=== imem_loader ===
<file path="src/rtl/imem_pkg.sv">
// Shared definitions for the boot-time instruction-memory loader and the
// instruction memory it feeds.
package imem_pkg;

   localparam int IMEM_ADDR_W    = 14;
   localparam int HDR_BYTES      = 2;
   localparam int BYTES_PER_WORD = 4;

   typedef enum logic [2:0] {
      IDLE = 3'd0,
      HDR  = 3'd1,
      DATA = 3'd2,
      DONE = 3'd3,
      ERR  = 3'd4
   } loader_state_e;

   // A header is usable when it names at least one word and no more than the memory holds.
   function automatic logic hdr_count_ok(input logic [15:0] count, input int unsigned addr_w);
      logic [31:0] depth;
      depth = 32'd1 << addr_w;
      return (count != 16'd0) && ({16'd0, count} <= depth);
   endfunction

   function automatic logic [31:0] hdr_last_index(input logic [15:0] count);
      return {16'd0, count} - 32'd1;
   endfunction

endpackage

</file>
<file path="src/rtl/imem_loader.sv">
// Byte-stream program loader: 16-bit word-count header, then little-endian
// 32-bit words written to consecutive instruction-memory addresses from 0.
import imem_pkg::*;

module imem_loader #(
   parameter int ADDR_W = IMEM_ADDR_W
) (
   input  logic              clk,
   input  logic              rst,
   input  logic              start_i,
   input  logic              rx_valid_i,
   input  logic [7:0]        rx_data_i,
   output logic              rx_ready_o,
   output logic              mem_wen_o,
   output logic [ADDR_W-1:0] mem_addr_o,
   output logic [31:0]       mem_data_o,
   output logic              core_rst_o,
   output logic              busy_o,
   output logic              done_o,
   output logic              err_o
);

   loader_state_e     state_r;
   loader_state_e     state_s;

   logic              hdr_idx_r;
   logic [7:0]        cnt_lo_r;
   logic [ADDR_W-1:0] last_idx_r;
   logic [ADDR_W-1:0] word_idx_r;
   logic [1:0]        byte_idx_r;
   logic [23:0]       hold_r;

   logic              rx_ready_r;
   logic              mem_wen_r;
   logic [ADDR_W-1:0] mem_addr_r;
   logic [31:0]       mem_data_r;
   logic              core_rst_r;
   logic              busy_r;
   logic              done_r;
   logic              err_r;

   logic              accept_s;
   logic              restart_s;
   logic              word_last_s;
   logic [15:0]       count_s;
   logic              ready_s;
   logic              core_rst_s;

   // The registered ready flag tracks the state, so acceptance never waits on a combinational path.
   assign accept_s    = rx_valid_i & rx_ready_r;
   assign restart_s   = start_i & ((state_r == IDLE) | (state_r == DONE) | (state_r == ERR));
   assign word_last_s = accept_s & (state_r == DATA) & (byte_idx_r == 2'd3);
   assign count_s     = {rx_data_i, cnt_lo_r};

   // State register
   always_ff @(posedge clk or posedge rst) begin
      if (rst) begin
         state_r <= IDLE;
      end else begin
         state_r <= state_s;
      end
   end

   // Next-state decode
   always_comb begin
      state_s = state_r;
      case (state_r)
         IDLE, DONE, ERR: begin
            if (start_i) begin
               state_s = HDR;
            end else begin
               state_s = state_r;
            end
         end
         HDR: begin
            if (accept_s && hdr_idx_r) begin
               if (hdr_count_ok(count_s, ADDR_W)) begin
                  state_s = DATA;
               end else begin
                  state_s = ERR;
               end
            end else begin
               state_s = HDR;
            end
         end
         DATA: begin
            if (word_last_s && (word_idx_r == last_idx_r)) begin
               state_s = DONE;
            end else begin
               state_s = DATA;
            end
         end
         default: begin
            state_s = IDLE;
         end
      endcase
   end

   // Header capture, byte packer and word index
   always_ff @(posedge clk or posedge rst) begin
      if (rst) begin
         hdr_idx_r  <= 1'b0;
         cnt_lo_r   <= 8'd0;
         last_idx_r <= '0;
         word_idx_r <= '0;
         byte_idx_r <= 2'd0;
         hold_r     <= 24'd0;
      end else begin
         case (state_r)
            IDLE, DONE, ERR: begin
               if (restart_s) begin
                  hdr_idx_r  <= 1'b0;
                  word_idx_r <= '0;
                  byte_idx_r <= 2'd0;
               end
            end
            HDR: begin
               if (accept_s) begin
                  if (!hdr_idx_r) begin
                     cnt_lo_r  <= rx_data_i;
                     hdr_idx_r <= 1'b1;
                  end else begin
                     hdr_idx_r  <= 1'b0;
                     last_idx_r <= ADDR_W'(hdr_last_index(count_s));
                     word_idx_r <= '0;
                     byte_idx_r <= 2'd0;
                  end
               end
            end
            DATA: begin
               if (accept_s) begin
                  case (byte_idx_r)
                     2'd0:    hold_r[7:0]   <= rx_data_i;
                     2'd1:    hold_r[15:8]  <= rx_data_i;
                     2'd2:    hold_r[23:16] <= rx_data_i;
                     default: hold_r        <= hold_r;
                  endcase
                  byte_idx_r <= byte_idx_r + 2'd1;
                  if (byte_idx_r == 2'd3) begin
                     word_idx_r <= word_idx_r + {{(ADDR_W-1){1'b0}}, 1'b1};
                  end
               end
            end
            default: begin
               hdr_idx_r <= 1'b0;
            end
         endcase
      end
   end

   // Write port: address/data hold between writes, strobe lasts one cycle
   always_ff @(posedge clk or posedge rst) begin
      if (rst) begin
         mem_wen_r  <= 1'b0;
         mem_addr_r <= '0;
         mem_data_r <= 32'd0;
      end else begin
         mem_wen_r <= word_last_s;
         if (word_last_s) begin
            mem_addr_r <= word_idx_r;
            mem_data_r <= {rx_data_i, hold_r};
         end
      end
   end

   // Status decode from the next state; core release waits one cycle in DONE
   always_comb begin
      ready_s    = 1'b0;
      core_rst_s = 1'b1;
      if ((state_s == HDR) || (state_s == DATA)) begin
         ready_s = 1'b1;
      end else begin
         ready_s = 1'b0;
      end
      if ((state_r == DONE) && (state_s == DONE)) begin
         core_rst_s = 1'b0;
      end else begin
         core_rst_s = 1'b1;
      end
   end

   // Registered status outputs
   always_ff @(posedge clk or posedge rst) begin
      if (rst) begin
         rx_ready_r <= 1'b0;
         busy_r     <= 1'b0;
         done_r     <= 1'b0;
         err_r      <= 1'b0;
         core_rst_r <= 1'b1;
      end else begin
         rx_ready_r <= ready_s;
         busy_r     <= ready_s;
         done_r     <= (state_s == DONE);
         err_r      <= (state_s == ERR);
         core_rst_r <= core_rst_s;
      end
   end

   assign rx_ready_o = rx_ready_r;
   assign mem_wen_o  = mem_wen_r;
   assign mem_addr_o = mem_addr_r;
   assign mem_data_o = mem_data_r;
   assign core_rst_o = core_rst_r;
   assign busy_o     = busy_r;
   assign done_o     = done_r;
   assign err_o      = err_r;

endmodule

</file>
<file path="config.mk">
export PLATFORM = sky130hd
export DESIGN_NAME = imem_loader
export DESIGN_NICKNAME = d
export VERILOG_FILES = /design/src/rtl/imem_pkg.sv /design/src/rtl/imem_loader.sv
export SDC_FILE = /design/constraint.sdc
export NUM_CORES = 1
export LEC_CHECK = 0
export ABC_AREA = 1
export CAP_MARGIN = 30
export CORE_MARGIN = 1.5
export CORE_UTILIZATION = 45
export CTS_CLUSTER_DIAMETER = 40
export DETAILED_ROUTE_END_ITERATION = 8
export PLACE_DENSITY = 0.7
export SYNTH_ARGS = -nofsm -noshare
export SYNTH_HDL_FRONTEND = slang
export SYNTH_SLANG_ARGS = --single-unit
</file>
<file path="constraint.sdc">
create_clock -name clk -period 5 [get_ports clk]
set_input_delay 0.75 -clock clk [delete_from_list [all_inputs] [get_ports clk]]
set_output_delay 0.75 -clock clk [all_outputs]
set_load 0.02 [all_outputs]
</file>
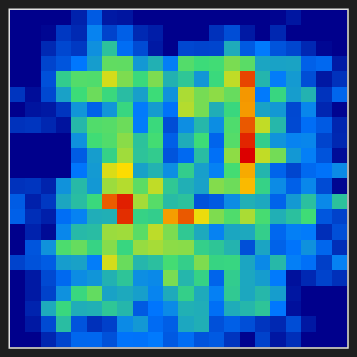
Fig. 1. Wiring heat map (imem_loader).
Scale: 3 px per µm. 22 x 22 tiles, from dark blue (low) to red (high), scaled to the fullest tile. Values are wire area over tile area, all layers added.
The mean over all tiles is 0.15. 15% of the tiles are nearly empty. The fullest tile reaches 0.53.

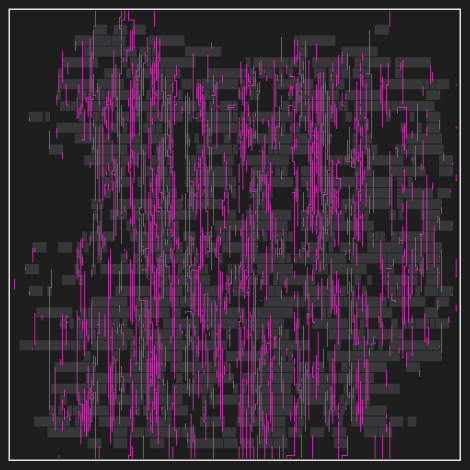
Fig. 2. M2 wires (imem_loader).
Scale: 4 px per µm.
The layer carries 5,900 µm of wire. The wires run mostly vertical. The longest straight run is 38.2 µm. The layer holds 48% of the routed length.

==> metrics.cfg <==
[detailed_routing]
drt_iter0_markers=298
dr_wl_met2_mm=5.90
remaining_drc_errors=5

[critical_path]
crit_family=simple AND/OR/NAND/NOR gates
required_ns=5.35
cp_cell_sequence=inv_2, nand2_2, nor2_4, nand3_2, inv_2, nand2_1, nand2_1
cp.depth=7

[final_layout]
logic_gates=452
area_delta_synth_final_pct=24.9
combGateArea_um2=2130
fillCellCount=1026

[power]
p_total_uw=3060
power.group.top=clock
powerDensity_nw_per_um2=455

[synthesis]
aoi_share_pct=9.95
top_cells_by_count=nand2_1, dfrtp_1, o21ai_0
edf_count=0
ys.flops=117
ys_cells=644

[clocking]
cts-buffers-inserted=17
insertion_delay_ns=0.41

[timing]
setup_ws_ns=2.34
rsz0062_at_grt=false

[outcome]
violations=DRC
status=finished with violations

[floorplanning]
io_pins=64

[sequential cells by signal, summed over array words and instances, names as in the netlist]
| register | flops |
|---|---|
| cnt_lo_r | 8 |
| byte_idx_r | 2 |
| state_r | 3 |
| core_rst_o | 1 |
| done_o | 1 |
| hdr_idx_r | 1 |
| err_o | 1 |
| word_idx_r | 14 |
| last_idx_r | 14 |
| busy_o | 1 |
| mem_data_o | 32 |
| mem_wen_o | 1 |
| mem_addr_o | 14 |
| hold_r | 24 |

=== stream_mux_2to1 ===
$ cat src/rtl/stream_mux_2to1.sv
// Round-robin 2:1 valid/ready stream merge with one registered output stage and a source tag.
// Define STREAM_MUX_CNT_EN to add the per-input accepted-beat counters cnt0/cnt1.
module stream_mux_2to1 #(
  parameter int DATA_W = 8
`ifdef STREAM_MUX_CNT_EN
  ,
  parameter int CNT_W  = 16
`endif
) (
  input  logic              clk,
  input  logic              rst,
  input  logic              in0_valid,
  output logic              in0_ready,
  input  logic [DATA_W-1:0] in0_data,
  input  logic              in1_valid,
  output logic              in1_ready,
  input  logic [DATA_W-1:0] in1_data,
  output logic              out_valid,
  input  logic              out_ready,
  output logic [DATA_W-1:0] out_data,
  output logic              out_src
`ifdef STREAM_MUX_CNT_EN
  ,
  output logic [CNT_W-1:0]  cnt0,
  output logic [CNT_W-1:0]  cnt1
`endif
);

  logic              out_valid_q, out_valid_d;
  logic [DATA_W-1:0] out_data_q, out_data_d;
  logic              out_src_q, out_src_d;
  logic              last_src_q, last_src_d;
  logic              load_en;
  logic              grant_sel;
  logic              acc0, acc1;

  always_comb begin
    // NOTE: every variable gets a default before any branch so no latch is inferred.
    out_valid_d = out_valid_q;
    out_data_d  = out_data_q;
    out_src_d   = out_src_q;
    last_src_d  = last_src_q;

    load_en   = !out_valid_q || out_ready;
    // A tie goes to whichever input did not win last time.
    grant_sel = (in0_valid && in1_valid) ? !last_src_q : in1_valid;
    in0_ready = !rst && load_en && in0_valid && !grant_sel;
    in1_ready = !rst && load_en && in1_valid &&  grant_sel;
    acc0      = in0_valid && in0_ready;
    acc1      = in1_valid && in1_ready;

    if (acc0) begin
      out_valid_d = 1'b1;
      out_data_d  = in0_data;
      out_src_d   = 1'b0;
      last_src_d  = 1'b0;
    end else if (acc1) begin
      out_valid_d = 1'b1;
      out_data_d  = in1_data;
      out_src_d   = 1'b1;
      last_src_d  = 1'b1;
    end else if (out_ready) begin
      out_valid_d = 1'b0;
    end
  end

  always_ff @(posedge clk or posedge rst) begin
    if (rst) begin
      out_valid_q <= 1'b0;
      out_data_q  <= '0;
      out_src_q   <= 1'b0;
      last_src_q  <= 1'b1;
    end else begin
      // NOTE: non-blocking assignments so every flop samples pre-edge values.
      out_valid_q <= out_valid_d;
      out_data_q  <= out_data_d;
      out_src_q   <= out_src_d;
      last_src_q  <= last_src_d;
    end
  end

  assign out_valid = out_valid_q;
  assign out_data  = out_data_q;
  assign out_src   = out_src_q;

`ifdef STREAM_MUX_CNT_EN
  logic [CNT_W-1:0] cnt0_q, cnt0_d;
  logic [CNT_W-1:0] cnt1_q, cnt1_d;

  always_comb begin
    cnt0_d = cnt0_q + (acc0 ? CNT_W'(1) : CNT_W'(0));
    cnt1_d = cnt1_q + (acc1 ? CNT_W'(1) : CNT_W'(0));
  end

  always_ff @(posedge clk or posedge rst) begin
    if (rst) begin
      cnt0_q <= '0;
      cnt1_q <= '0;
    end else begin
      cnt0_q <= cnt0_d;
      cnt1_q <= cnt1_d;
    end
  end

  assign cnt0 = cnt0_q;
  assign cnt1 = cnt1_q;
`endif

endmodule

$ cat config.mk
export PLATFORM = sky130hd
export DESIGN_NAME = stream_mux_2to1
export DESIGN_NICKNAME = d
export VERILOG_FILES = /design/src/rtl/stream_mux_2to1.sv
export SDC_FILE = /design/constraint.sdc
export NUM_CORES = 1
export LEC_CHECK = 0
export CORE_MARGIN = 1.5
export CORE_UTILIZATION = 36
export CTS_CLUSTER_DIAMETER = 60
export DETAILED_ROUTE_END_ITERATION = 16
export GPL_ROUTABILITY_DRIVEN = 0
export HOLD_SLACK_MARGIN = 0.15
export PLACE_DENSITY = 0.76
export SYNTH_ARGS = -nofsm -noshare
export SYNTH_HDL_FRONTEND = slang
export SYNTH_SLANG_ARGS = --single-unit
$ cat constraint.sdc
create_clock -name clk -period 1.7 [get_ports clk]
set_clock_uncertainty 0.1 [all_clocks]
set_input_delay 0.255 -clock clk [delete_from_list [all_inputs] [get_ports clk]]
set_output_delay 0.255 -clock clk [all_outputs]
set_load 0.02 [all_outputs]
==> metrics.cfg <==
[power]
combPwrFrac_pct=41.2
pg_seq_uw=360
clock_net_power_uw=200

[synthesis]
flop_cell=dfrtp_1
fp_nets=74
top_cells_by_count=dfrtp_1, nand2_1, a221o_1, nor4_1
ys.flops=11
edf_count=0

[final_layout]
sh_comb_area_pct=25.5
finish.instance_area_um2=1030
seqCellArea_um2=277
layout_top_cells=clkdlybuf4s50_1, buf_4, nand2_1, dfrtp_1
fillCellCount=118

[clocking]
cts_hold_buffers=0

[detailed_routing]
wl_per_cell_um=14.8
dr_wl_met3_um=92
viasPerCell=5.50

[timing]
drv_slew=0

[critical_path]
critical-path-max-stage-delay_ns=0.57
cp.arrival_ns=1.32

[floorplanning]
io_pins=33
fp-utilization_pct=38.5

[outcome]
status=complete, no violations

[run]
warnings=28

how the worst min path moves through the flow:
stage | to | slack [ns] | depth (start not counted)
floorplan | out_data[0]$_DFFE_PP0P_ | 0.06 | 2
CTS | out_valid$_DFFE_PP0P_ | 0.37 | 4
detailed placement | out_data[3]$_DFFE_PP0P_ | 0.39 | 1
global route | last_src_q$_DFFE_PP1P_ | 0.19 | 4
finish | last_src_q$_DFFE_PP1P_ | 0.18 | 4
global placement | out_data[3]$_DFFE_PP0P_ | 0.40 | 1
registers in the layout, summed over array words and instances, names as in the netlist:
signal and cells:
out_valid 1, out_src 1, last_src_q 1, out_data 8
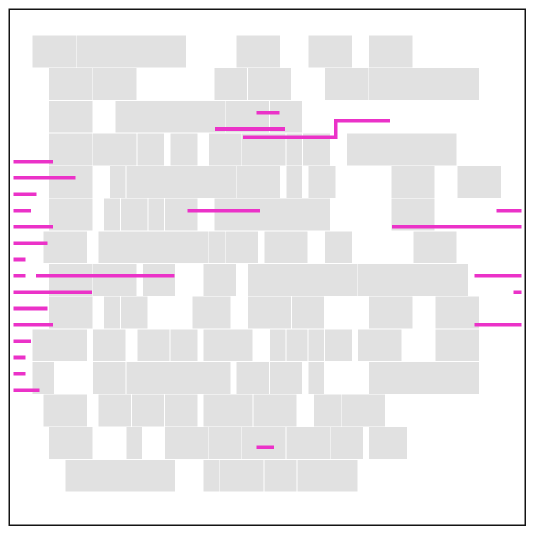
Fig. 3. The metal 3 layer (stream_mux_2to1).
Scale: 12 px per µm.
The layer holds 5.4% of the routed length. The wires run mostly horizontal. The longest straight run is 11.3 µm. 23 nets have wire on it. The layer carries 92.2 µm of wire.

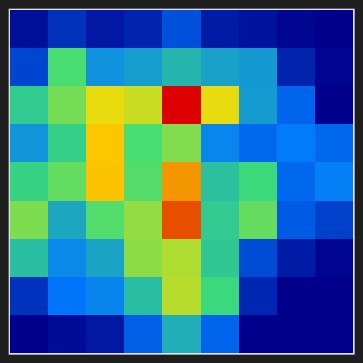
Fig. 4. Wiring heat map (stream_mux_2to1).
Scale: 8 px per µm. 9 x 9 tiles, from dark blue (low) to red (high), scaled to the fullest tile. Values are wire area over tile area, all layers added.
The fullest tile reaches 0.45. The mean over all tiles is 0.15. The emptiest ninth of the die: bottom right.

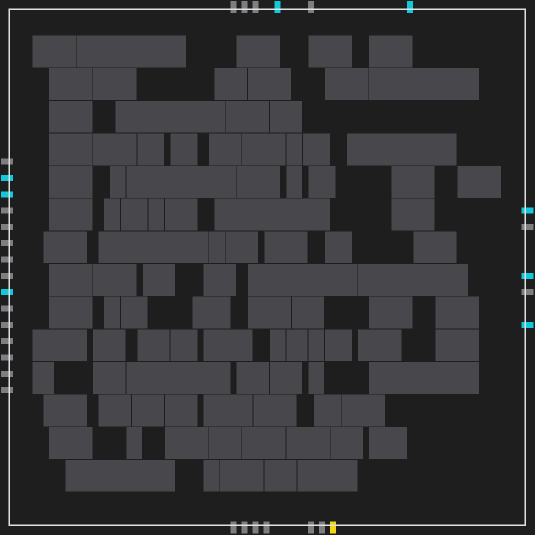
Fig. 5. Ports around the boundary (stream_mux_2to1).
Scale: 12 px per µm. Pins as bars across the die edge, other pins in grey.
Key: out_data = cyan [pins 8, direction output, edge 3 right, 3 left, 2 top]; out_valid = yellow [pins 1, direction output, edge bottom]


=== muldiv_sequencer ===
### src/rtl/muldiv_sequencer.sv
// Iterative shift-add multiplier / restoring divider owning HI/LO.
// Optional: define MULDIV_DBZ_FLAG_EN to add a registered dbz output.
module muldiv_sequencer #(
  parameter int N = 32
) (
  input  logic         clk,
  input  logic         reset,
  input  logic         start,
  input  logic [3:0]   alucontrol,
  input  logic         sign,
  input  logic [N-1:0] a,
  input  logic [N-1:0] b,
  output logic         busy,
  output logic         done,
  output logic [N-1:0] hi,
  output logic [N-1:0] lo
`ifdef MULDIV_DBZ_FLAG_EN
  ,
  output logic         dbz
`endif
);

  localparam int CW = (N > 1) ? $clog2(N) : 1;

  localparam logic [1:0] S_IDLE  = 2'd0;
  localparam logic [1:0] S_CALC  = 2'd1;
  localparam logic [1:0] S_FIXUP = 2'd2;
  localparam logic [1:0] S_DONE  = 2'd3;

  localparam logic [3:0] OP_MUL = 4'b0010;
  localparam logic [3:0] OP_DIV = 4'b0011;

  logic [1:0]     state;
  logic [CW-1:0]  cnt;
  logic           is_div;
  logic [N-1:0]   b_mag;
  logic [N-1:0]   a_mag;
  logic           neg_p;
  logic           neg_q;
  logic           neg_r;
  logic           dbz_q;
  logic [2*N-1:0] acc;
  logic [N:0]     rem;

  logic           op_ok;
  logic           accept;
  logic [N-1:0]   a_abs;
  logic [N-1:0]   b_abs;
  logic [N:0]     mul_sum;
  logic [N:0]     div_sh;
  logic [N:0]     div_diff;
  logic [2*N-1:0] prod;
  logic [N-1:0]   quo;
  logic [N-1:0]   rmd;
  logic [N-1:0]   a_back;

  assign op_ok  = (alucontrol == OP_MUL)
                | (alucontrol == OP_DIV);
  assign accept = (state == S_IDLE) & start & op_ok;

  assign a_abs = (sign & a[N-1])
               ? {N{1'b0}} - a : a;
  assign b_abs = (sign & b[N-1])
               ? {N{1'b0}} - b : b;

  // acc = {partial product, remaining multiplier bits}
  assign mul_sum = {1'b0, acc[2*N-1:N]}
                 + (acc[0] ? {1'b0, b_mag}
                           : {(N+1){1'b0}});

  // acc[N-1:0] shifts dividend bits out MSB-first
  // and quotient bits in at the LSB.
  assign div_sh   = {rem[N-1:0], acc[N-1]};
  assign div_diff = div_sh - {1'b0, b_mag};

  assign prod = neg_p ? {(2*N){1'b0}} - acc : acc;
  assign quo  = neg_q ? {N{1'b0}} - acc[N-1:0]
                      : acc[N-1:0];
  assign rmd  = neg_r ? {N{1'b0}} - rem[N-1:0]
                      : rem[N-1:0];
  assign a_back = neg_r ? {N{1'b0}} - a_mag : a_mag;

  assign busy = (state == S_CALC)
              | (state == S_FIXUP);
  assign done = (state == S_DONE);

  always_ff @(posedge clk) begin
    if (reset) begin
      state  <= S_IDLE;
      cnt    <= '0;
      is_div <= 1'b0;
      a_mag  <= '0;
      b_mag  <= '0;
      neg_p  <= 1'b0;
      neg_q  <= 1'b0;
      neg_r  <= 1'b0;
      dbz_q  <= 1'b0;
      acc    <= '0;
      rem    <= '0;
      hi     <= '0;
      lo     <= '0;
    end else begin
      unique case (state)
        S_IDLE: begin
          if (accept) begin
            is_div <= (alucontrol == OP_DIV);
            a_mag  <= a_abs;
            b_mag  <= b_abs;
            neg_p  <= sign & (a[N-1] ^ b[N-1]);
            neg_q  <= sign & (a[N-1] ^ b[N-1]);
            neg_r  <= sign & a[N-1];
            dbz_q  <= (b == '0);
            acc    <= {{N{1'b0}}, a_abs};
            rem    <= '0;
            cnt    <= CW'(N - 1);
            state  <= S_CALC;
          end
        end
        S_CALC: begin
          if (is_div) begin
            if (!div_diff[N]) begin
              rem <= div_diff;
              acc <= {acc[2*N-1:N],
                      acc[N-2:0], 1'b1};
            end else begin
              rem <= div_sh;
              acc <= {acc[2*N-1:N],
                      acc[N-2:0], 1'b0};
            end
          end else begin
            acc <= {mul_sum, acc[N-1:1]};
          end
          cnt <= cnt - 1'b1;
          if (cnt == '0) state <= S_FIXUP;
        end
        S_FIXUP: begin
          if (!is_div) begin
            hi <= prod[2*N-1:N];
            lo <= prod[N-1:0];
          end else if (dbz_q) begin
            hi <= a_back;
            lo <= '1;
          end else begin
            hi <= rmd;
            lo <= quo;
          end
          state <= S_DONE;
        end
        S_DONE: state <= S_IDLE;
        default: state <= S_IDLE;
      endcase
    end
  end

`ifdef MULDIV_DBZ_FLAG_EN
  always_ff @(posedge clk) begin
    if (reset)
      dbz <= 1'b0;
    else if (state == S_FIXUP)
      dbz <= is_div & dbz_q;
  end
`endif

endmodule
### config.mk
export PLATFORM = sky130hd
export DESIGN_NAME = muldiv_sequencer
export DESIGN_NICKNAME = d
export VERILOG_FILES = /design/src/rtl/muldiv_sequencer.sv
export SDC_FILE = /design/constraint.sdc
export NUM_CORES = 1
export LEC_CHECK = 0
export ABC_CLOCK_PERIOD_IN_PS = 3100
export CAP_MARGIN = 20
export CORE_MARGIN = 2
export CORE_UTILIZATION = 40
export CTS_CLUSTER_DIAMETER = 150
export CTS_CLUSTER_SIZE = 16
export DETAILED_ROUTE_END_ITERATION = 6
export PLACE_DENSITY_LB_ADDON = 0.12
export SLEW_MARGIN = 20
export SYNTH_ARGS = -nofsm -noshare
export SYNTH_HDL_FRONTEND = slang
export SYNTH_SLANG_ARGS = --single-unit
### constraint.sdc
create_clock -name clk -period 3.1 [get_ports clk]
set_clock_uncertainty 0.15 [all_clocks]
set_input_delay 0.31 -clock clk [delete_from_list [all_inputs] [get_ports clk]]
set_output_delay 0.31 -clock clk [all_outputs]
set_load 0.01 [all_outputs]
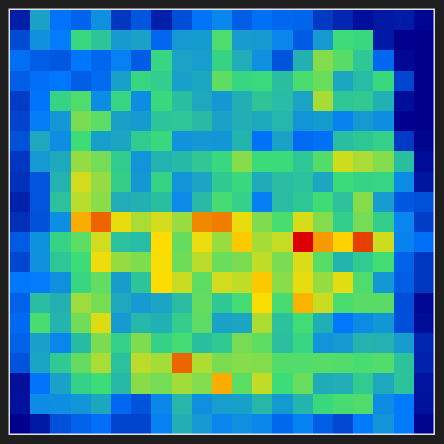
Fig. 6. Wiring heat map (muldiv_sequencer).
Scale: 2 px per µm. 21 x 21 tiles, from dark blue (low) to red (high), scaled to the fullest tile. Values are wire area over tile area, all layers added.
The mean over all tiles is 0.25. The fullest tile reaches 0.62. 2.9% of the tiles are nearly empty. The densest ninth of the die: middle. 29% of the tiles are over half the peak.

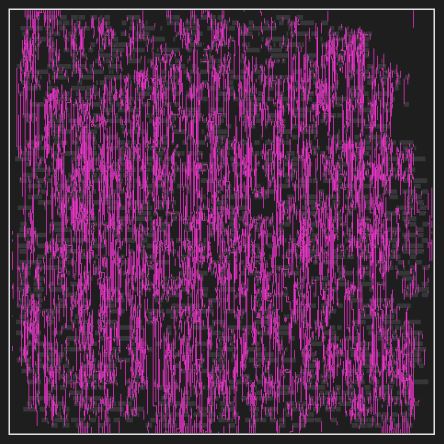
Fig. 7. M2 wires (muldiv_sequencer).
Scale: 2 px per µm.
2,339 nets have wire on it. The wires run mostly vertical.

==> metrics.cfg <==
[final_layout]
layout.non_clock_buffers=478
finish.instance_area_um2=22500
clkCellAreaFrac_pct=2.15
dominant_cells=logic gates

[detailed_routing]
dr_wl_met3_mm=4.91
wl_met1_mm=32.4

[critical_path]
r2r_slack_ns=0.04
r2r-start=acc[0]$_SDFFE_PP0P_
worstSetupStartpointType=register

[timing]
drv_slew=0

[clocking]
clkTransAtPathRegs_ns=0.09

[outcome]
status=complete, no violations

[grt]
grt_pass1_vias=17340

[synthesis]
ys.flops=235
avgSynthCellArea_um2=7.48

[placement]
preCtsSetupSlack_ns=-0.255

[hold_path]
holdPathStages=2

## cell families (layout without fill, tap and decap cells)
group	after synthesis	in the layout	share of synthesized area, %
buffers and inverters	229	575	5.11
AND-OR/OR-AND	697	697	27.1
multiplexers	29	29	1.77
XOR/XNOR	198	198	10.0
flip-flops	235	235	27.2
adder cells (fa/ha/maj)	78	78	5.74
AND/OR/NAND/NOR	844	844	23.0
## where the power goes
group / internal [µW] / leakage (µW) / switching (µW) / total, µW
combinational: 2340 / 0.00666 / 3200 / 5530
sequential: 3270 / 0.00190 / 204 / 3470
clock: 1090 / 0.000234 / 1200 / 2290

=== d_ff_pipe ===
Fig. 8: d_ff_pipe, the metal 3 layer
Scale: 6 px per µm.
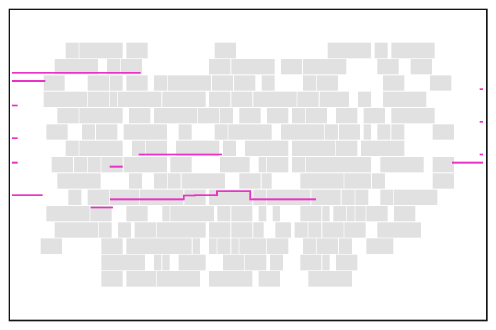
### src/rtl/d_ff_pipe.sv
// Stallable pipeline register: DEPTH handshaked stages with per-stage valid
// bits. Bubbles collapse toward the output, flush clears the valid bits, and
// an occupancy counter tracks the number of valid stages.

// One pipeline stage: a data register plus its valid flag.
module d_ff_pipe_stage #(
  parameter int              WIDTH     = 8,
  parameter logic [WIDTH-1:0] RESET_VAL = '0
) (
  input  logic             clk,
  input  logic             rst_n,
  input  logic             flush,
  input  logic             load,    // capture din, stage becomes valid
  input  logic [WIDTH-1:0] din,
  input  logic             unload,  // current item leaves this stage
  output logic             v,
  output logic [WIDTH-1:0] d
);

  // Data is only written on a load; the valid flag follows load/unload/flush.
  always_ff @(posedge clk) begin
    if (!rst_n) begin
      v <= 1'b0;
      d <= RESET_VAL;
    end else begin
      if (load) d <= din;
      if (flush)       v <= 1'b0;
      else if (load)   v <= 1'b1;
      else if (unload) v <= 1'b0;
    end
  end

endmodule

module d_ff_pipe #(
  parameter int              WIDTH     = 8,
  parameter int              DEPTH     = 4,
  parameter logic [WIDTH-1:0] RESET_VAL = '0
) (
  input  logic                       clk,
  input  logic                       rst_n,
  input  logic                       in_valid,
  input  logic [WIDTH-1:0]           in_data,
  output logic                       in_ready,
  output logic                       out_valid,
  output logic [WIDTH-1:0]           out_data,
  input  logic                       out_ready,
  input  logic                       flush,
  output logic [$clog2(DEPTH+1)-1:0] count
);

  localparam int CW = $clog2(DEPTH+1);

  logic [DEPTH-1:0]            v;
  logic [DEPTH-1:0]            mv;
  logic [DEPTH-1:0]            load;
  logic [DEPTH-1:0][WIDTH-1:0] d;
  logic [DEPTH-1:0][WIDTH-1:0] din;
  logic                        acc0;
  logic                        accept;
  logic                        xfer;

  // Movement, evaluated from the output end: a stage advances when the stage
  // ahead can take it, and a stage can take an item when it is empty or its
  // own item is leaving. Carrying that "can take" as a running scalar keeps
  // the chain free of self-referencing vectors.
  always_comb begin
    logic run;
    run = out_ready;
    mv  = '0;
    for (int k = DEPTH-1; k >= 0; k--) begin
      mv[k] = v[k] & run;
      run   = ~v[k] | run;
    end
    acc0 = run;
  end

  assign in_ready  = acc0 & ~flush;
  assign accept    = in_valid & in_ready;
  assign xfer      = v[DEPTH-1] & out_ready;
  assign out_valid = v[DEPTH-1];
  assign out_data  = d[DEPTH-1];

  // Stage 0 is fed from the input port; every other stage from its neighbour.
  // Internal shifts are suppressed during flush so data registers stay put.
  for (genvar k = 0; k < DEPTH; k++) begin : g_stage
    if (k == 0) begin : g_head
      assign load[k] = accept;
      assign din[k]  = in_data;
    end else begin : g_body
      assign load[k] = mv[k-1] & ~flush;
      assign din[k]  = d[k-1];
    end

    d_ff_pipe_stage #(
      .WIDTH     (WIDTH),
      .RESET_VAL (RESET_VAL)
    ) u_stage (
      .clk    (clk),
      .rst_n  (rst_n),
      .flush  (flush),
      .load   (load[k]),
      .din    (din[k]),
      .unload (mv[k]),
      .v      (v[k]),
      .d      (d[k])
    );
  end

  // Occupancy: +1 per accept, -1 per output transfer; flush empties it.
  always_ff @(posedge clk) begin
    if (!rst_n)     count <= '0;
    else if (flush) count <= '0;
    else            count <= count + CW'(accept) - CW'(xfer);
  end

endmodule

### config.mk
export PLATFORM = sky130hd
export DESIGN_NAME = d_ff_pipe
export DESIGN_NICKNAME = d
export VERILOG_FILES = /design/src/rtl/d_ff_pipe.sv
export SDC_FILE = /design/constraint.sdc
export NUM_CORES = 1
export LEC_CHECK = 0
export CAP_MARGIN = 10
export CORE_ASPECT_RATIO = 0.6
export CORE_MARGIN = 5
export CORE_UTILIZATION = 56
export DETAILED_ROUTE_END_ITERATION = 6
export PLACE_DENSITY = 0.83
export RECOVER_POWER = 25
export SYNTH_ARGS = -nofsm -noshare
export SYNTH_HDL_FRONTEND = slang
export SYNTH_HIERARCHICAL = 1
export SYNTH_SLANG_ARGS = --single-unit
### constraint.sdc
create_clock -name clk -period 5.7 [get_ports clk]
set_clock_uncertainty 0.15 [all_clocks]
set_input_delay 0.57 -clock clk [delete_from_list [all_inputs] [get_ports clk]]
set_output_delay 0.57 -clock clk [all_outputs]
set_load 0.005 [all_outputs]
==> metrics.cfg <==
[outcome]
violations=capacitance limit, slew limit
status=finished with violations

[detailed_routing]
dr_wl_met2_mm=1.53

[power]
combPwrFrac_pct=5.3
p_sw_uw=107

[hold_path]
min_to=g_stage[3].u_stage/d[7]$_SDFFE_PN0P_

[critical_path]
worstSetupStartpointType=input pin
cp.arrival_ns=3.01

[run]
warnings=26
cap_viol_max_count=1

[synthesis]
fp_nets=161
topCellsByArea=dfxtp_1, mux2i_1, nor2b_1
top_area_cell=dfxtp_1
syn_area_um2=1620

[timing]
drv_slew=10
worstMarginPinSlew_ns=1.68

[floorplanning]
rows=15

[clocking]
clkTransAtPathRegs_ns=0.07

[final_layout]
seq_share_pct=38.9

Notes on Fig. 8 above:
The longest straight run is 21.2 µm. The layer holds 3.1% of the routed length. The layer carries 94.3 µm of wire.

power by group through the flow:
stage          clock network [µW]  logic (µW)  registers, µW
6_report                      267        30.7            278
5_1_grt                       286        33.2            279
4_1_cts                       272        31.1            278
2_1_floorplan                   0        15.7            284
3_5_place_dp                    0        30.6            284
3_3_place_gp                    0        29.6            284
critical path: stages:
cell	delay, ns
clkdlybuf4s50_1	0.49
and4b_1	0.26
nor3_1	1.28
mux2i_1	0.33
nor2b_1	0.08
registers in the layout, summed over array words and instances (netlist names):
name	flops
g_stage.u_stage/v	4
g_stage.u_stage/d	32
count	3


==> layout pictures side by side <==
Track usage over the die.
panel A
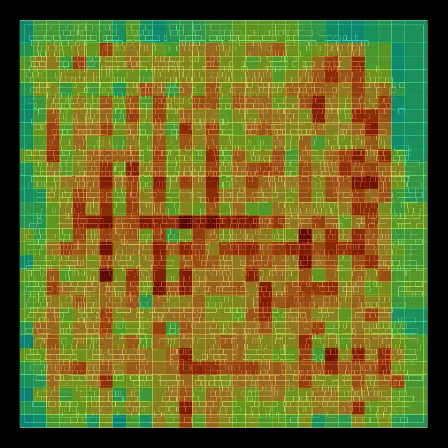
panel B
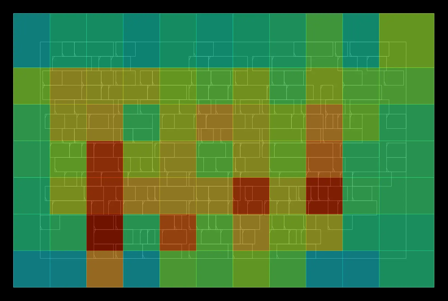
panel C
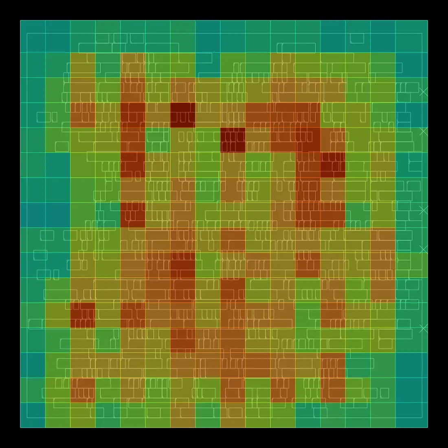
panel D
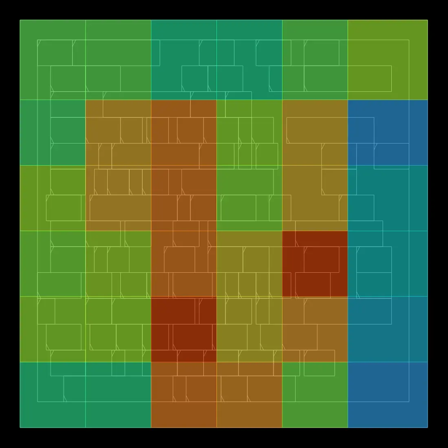
| picture | from |
|---|---|
| panel C | imem_loader |
| panel A | muldiv_sequencer |
| panel B | d_ff_pipe |
| panel D | stream_mux_2to1 |
Of these, lowest track usage: panel B
Of these, most wire per cell: panel A

Power figures rest on the tool's default switching activity, not on a simulated workload.
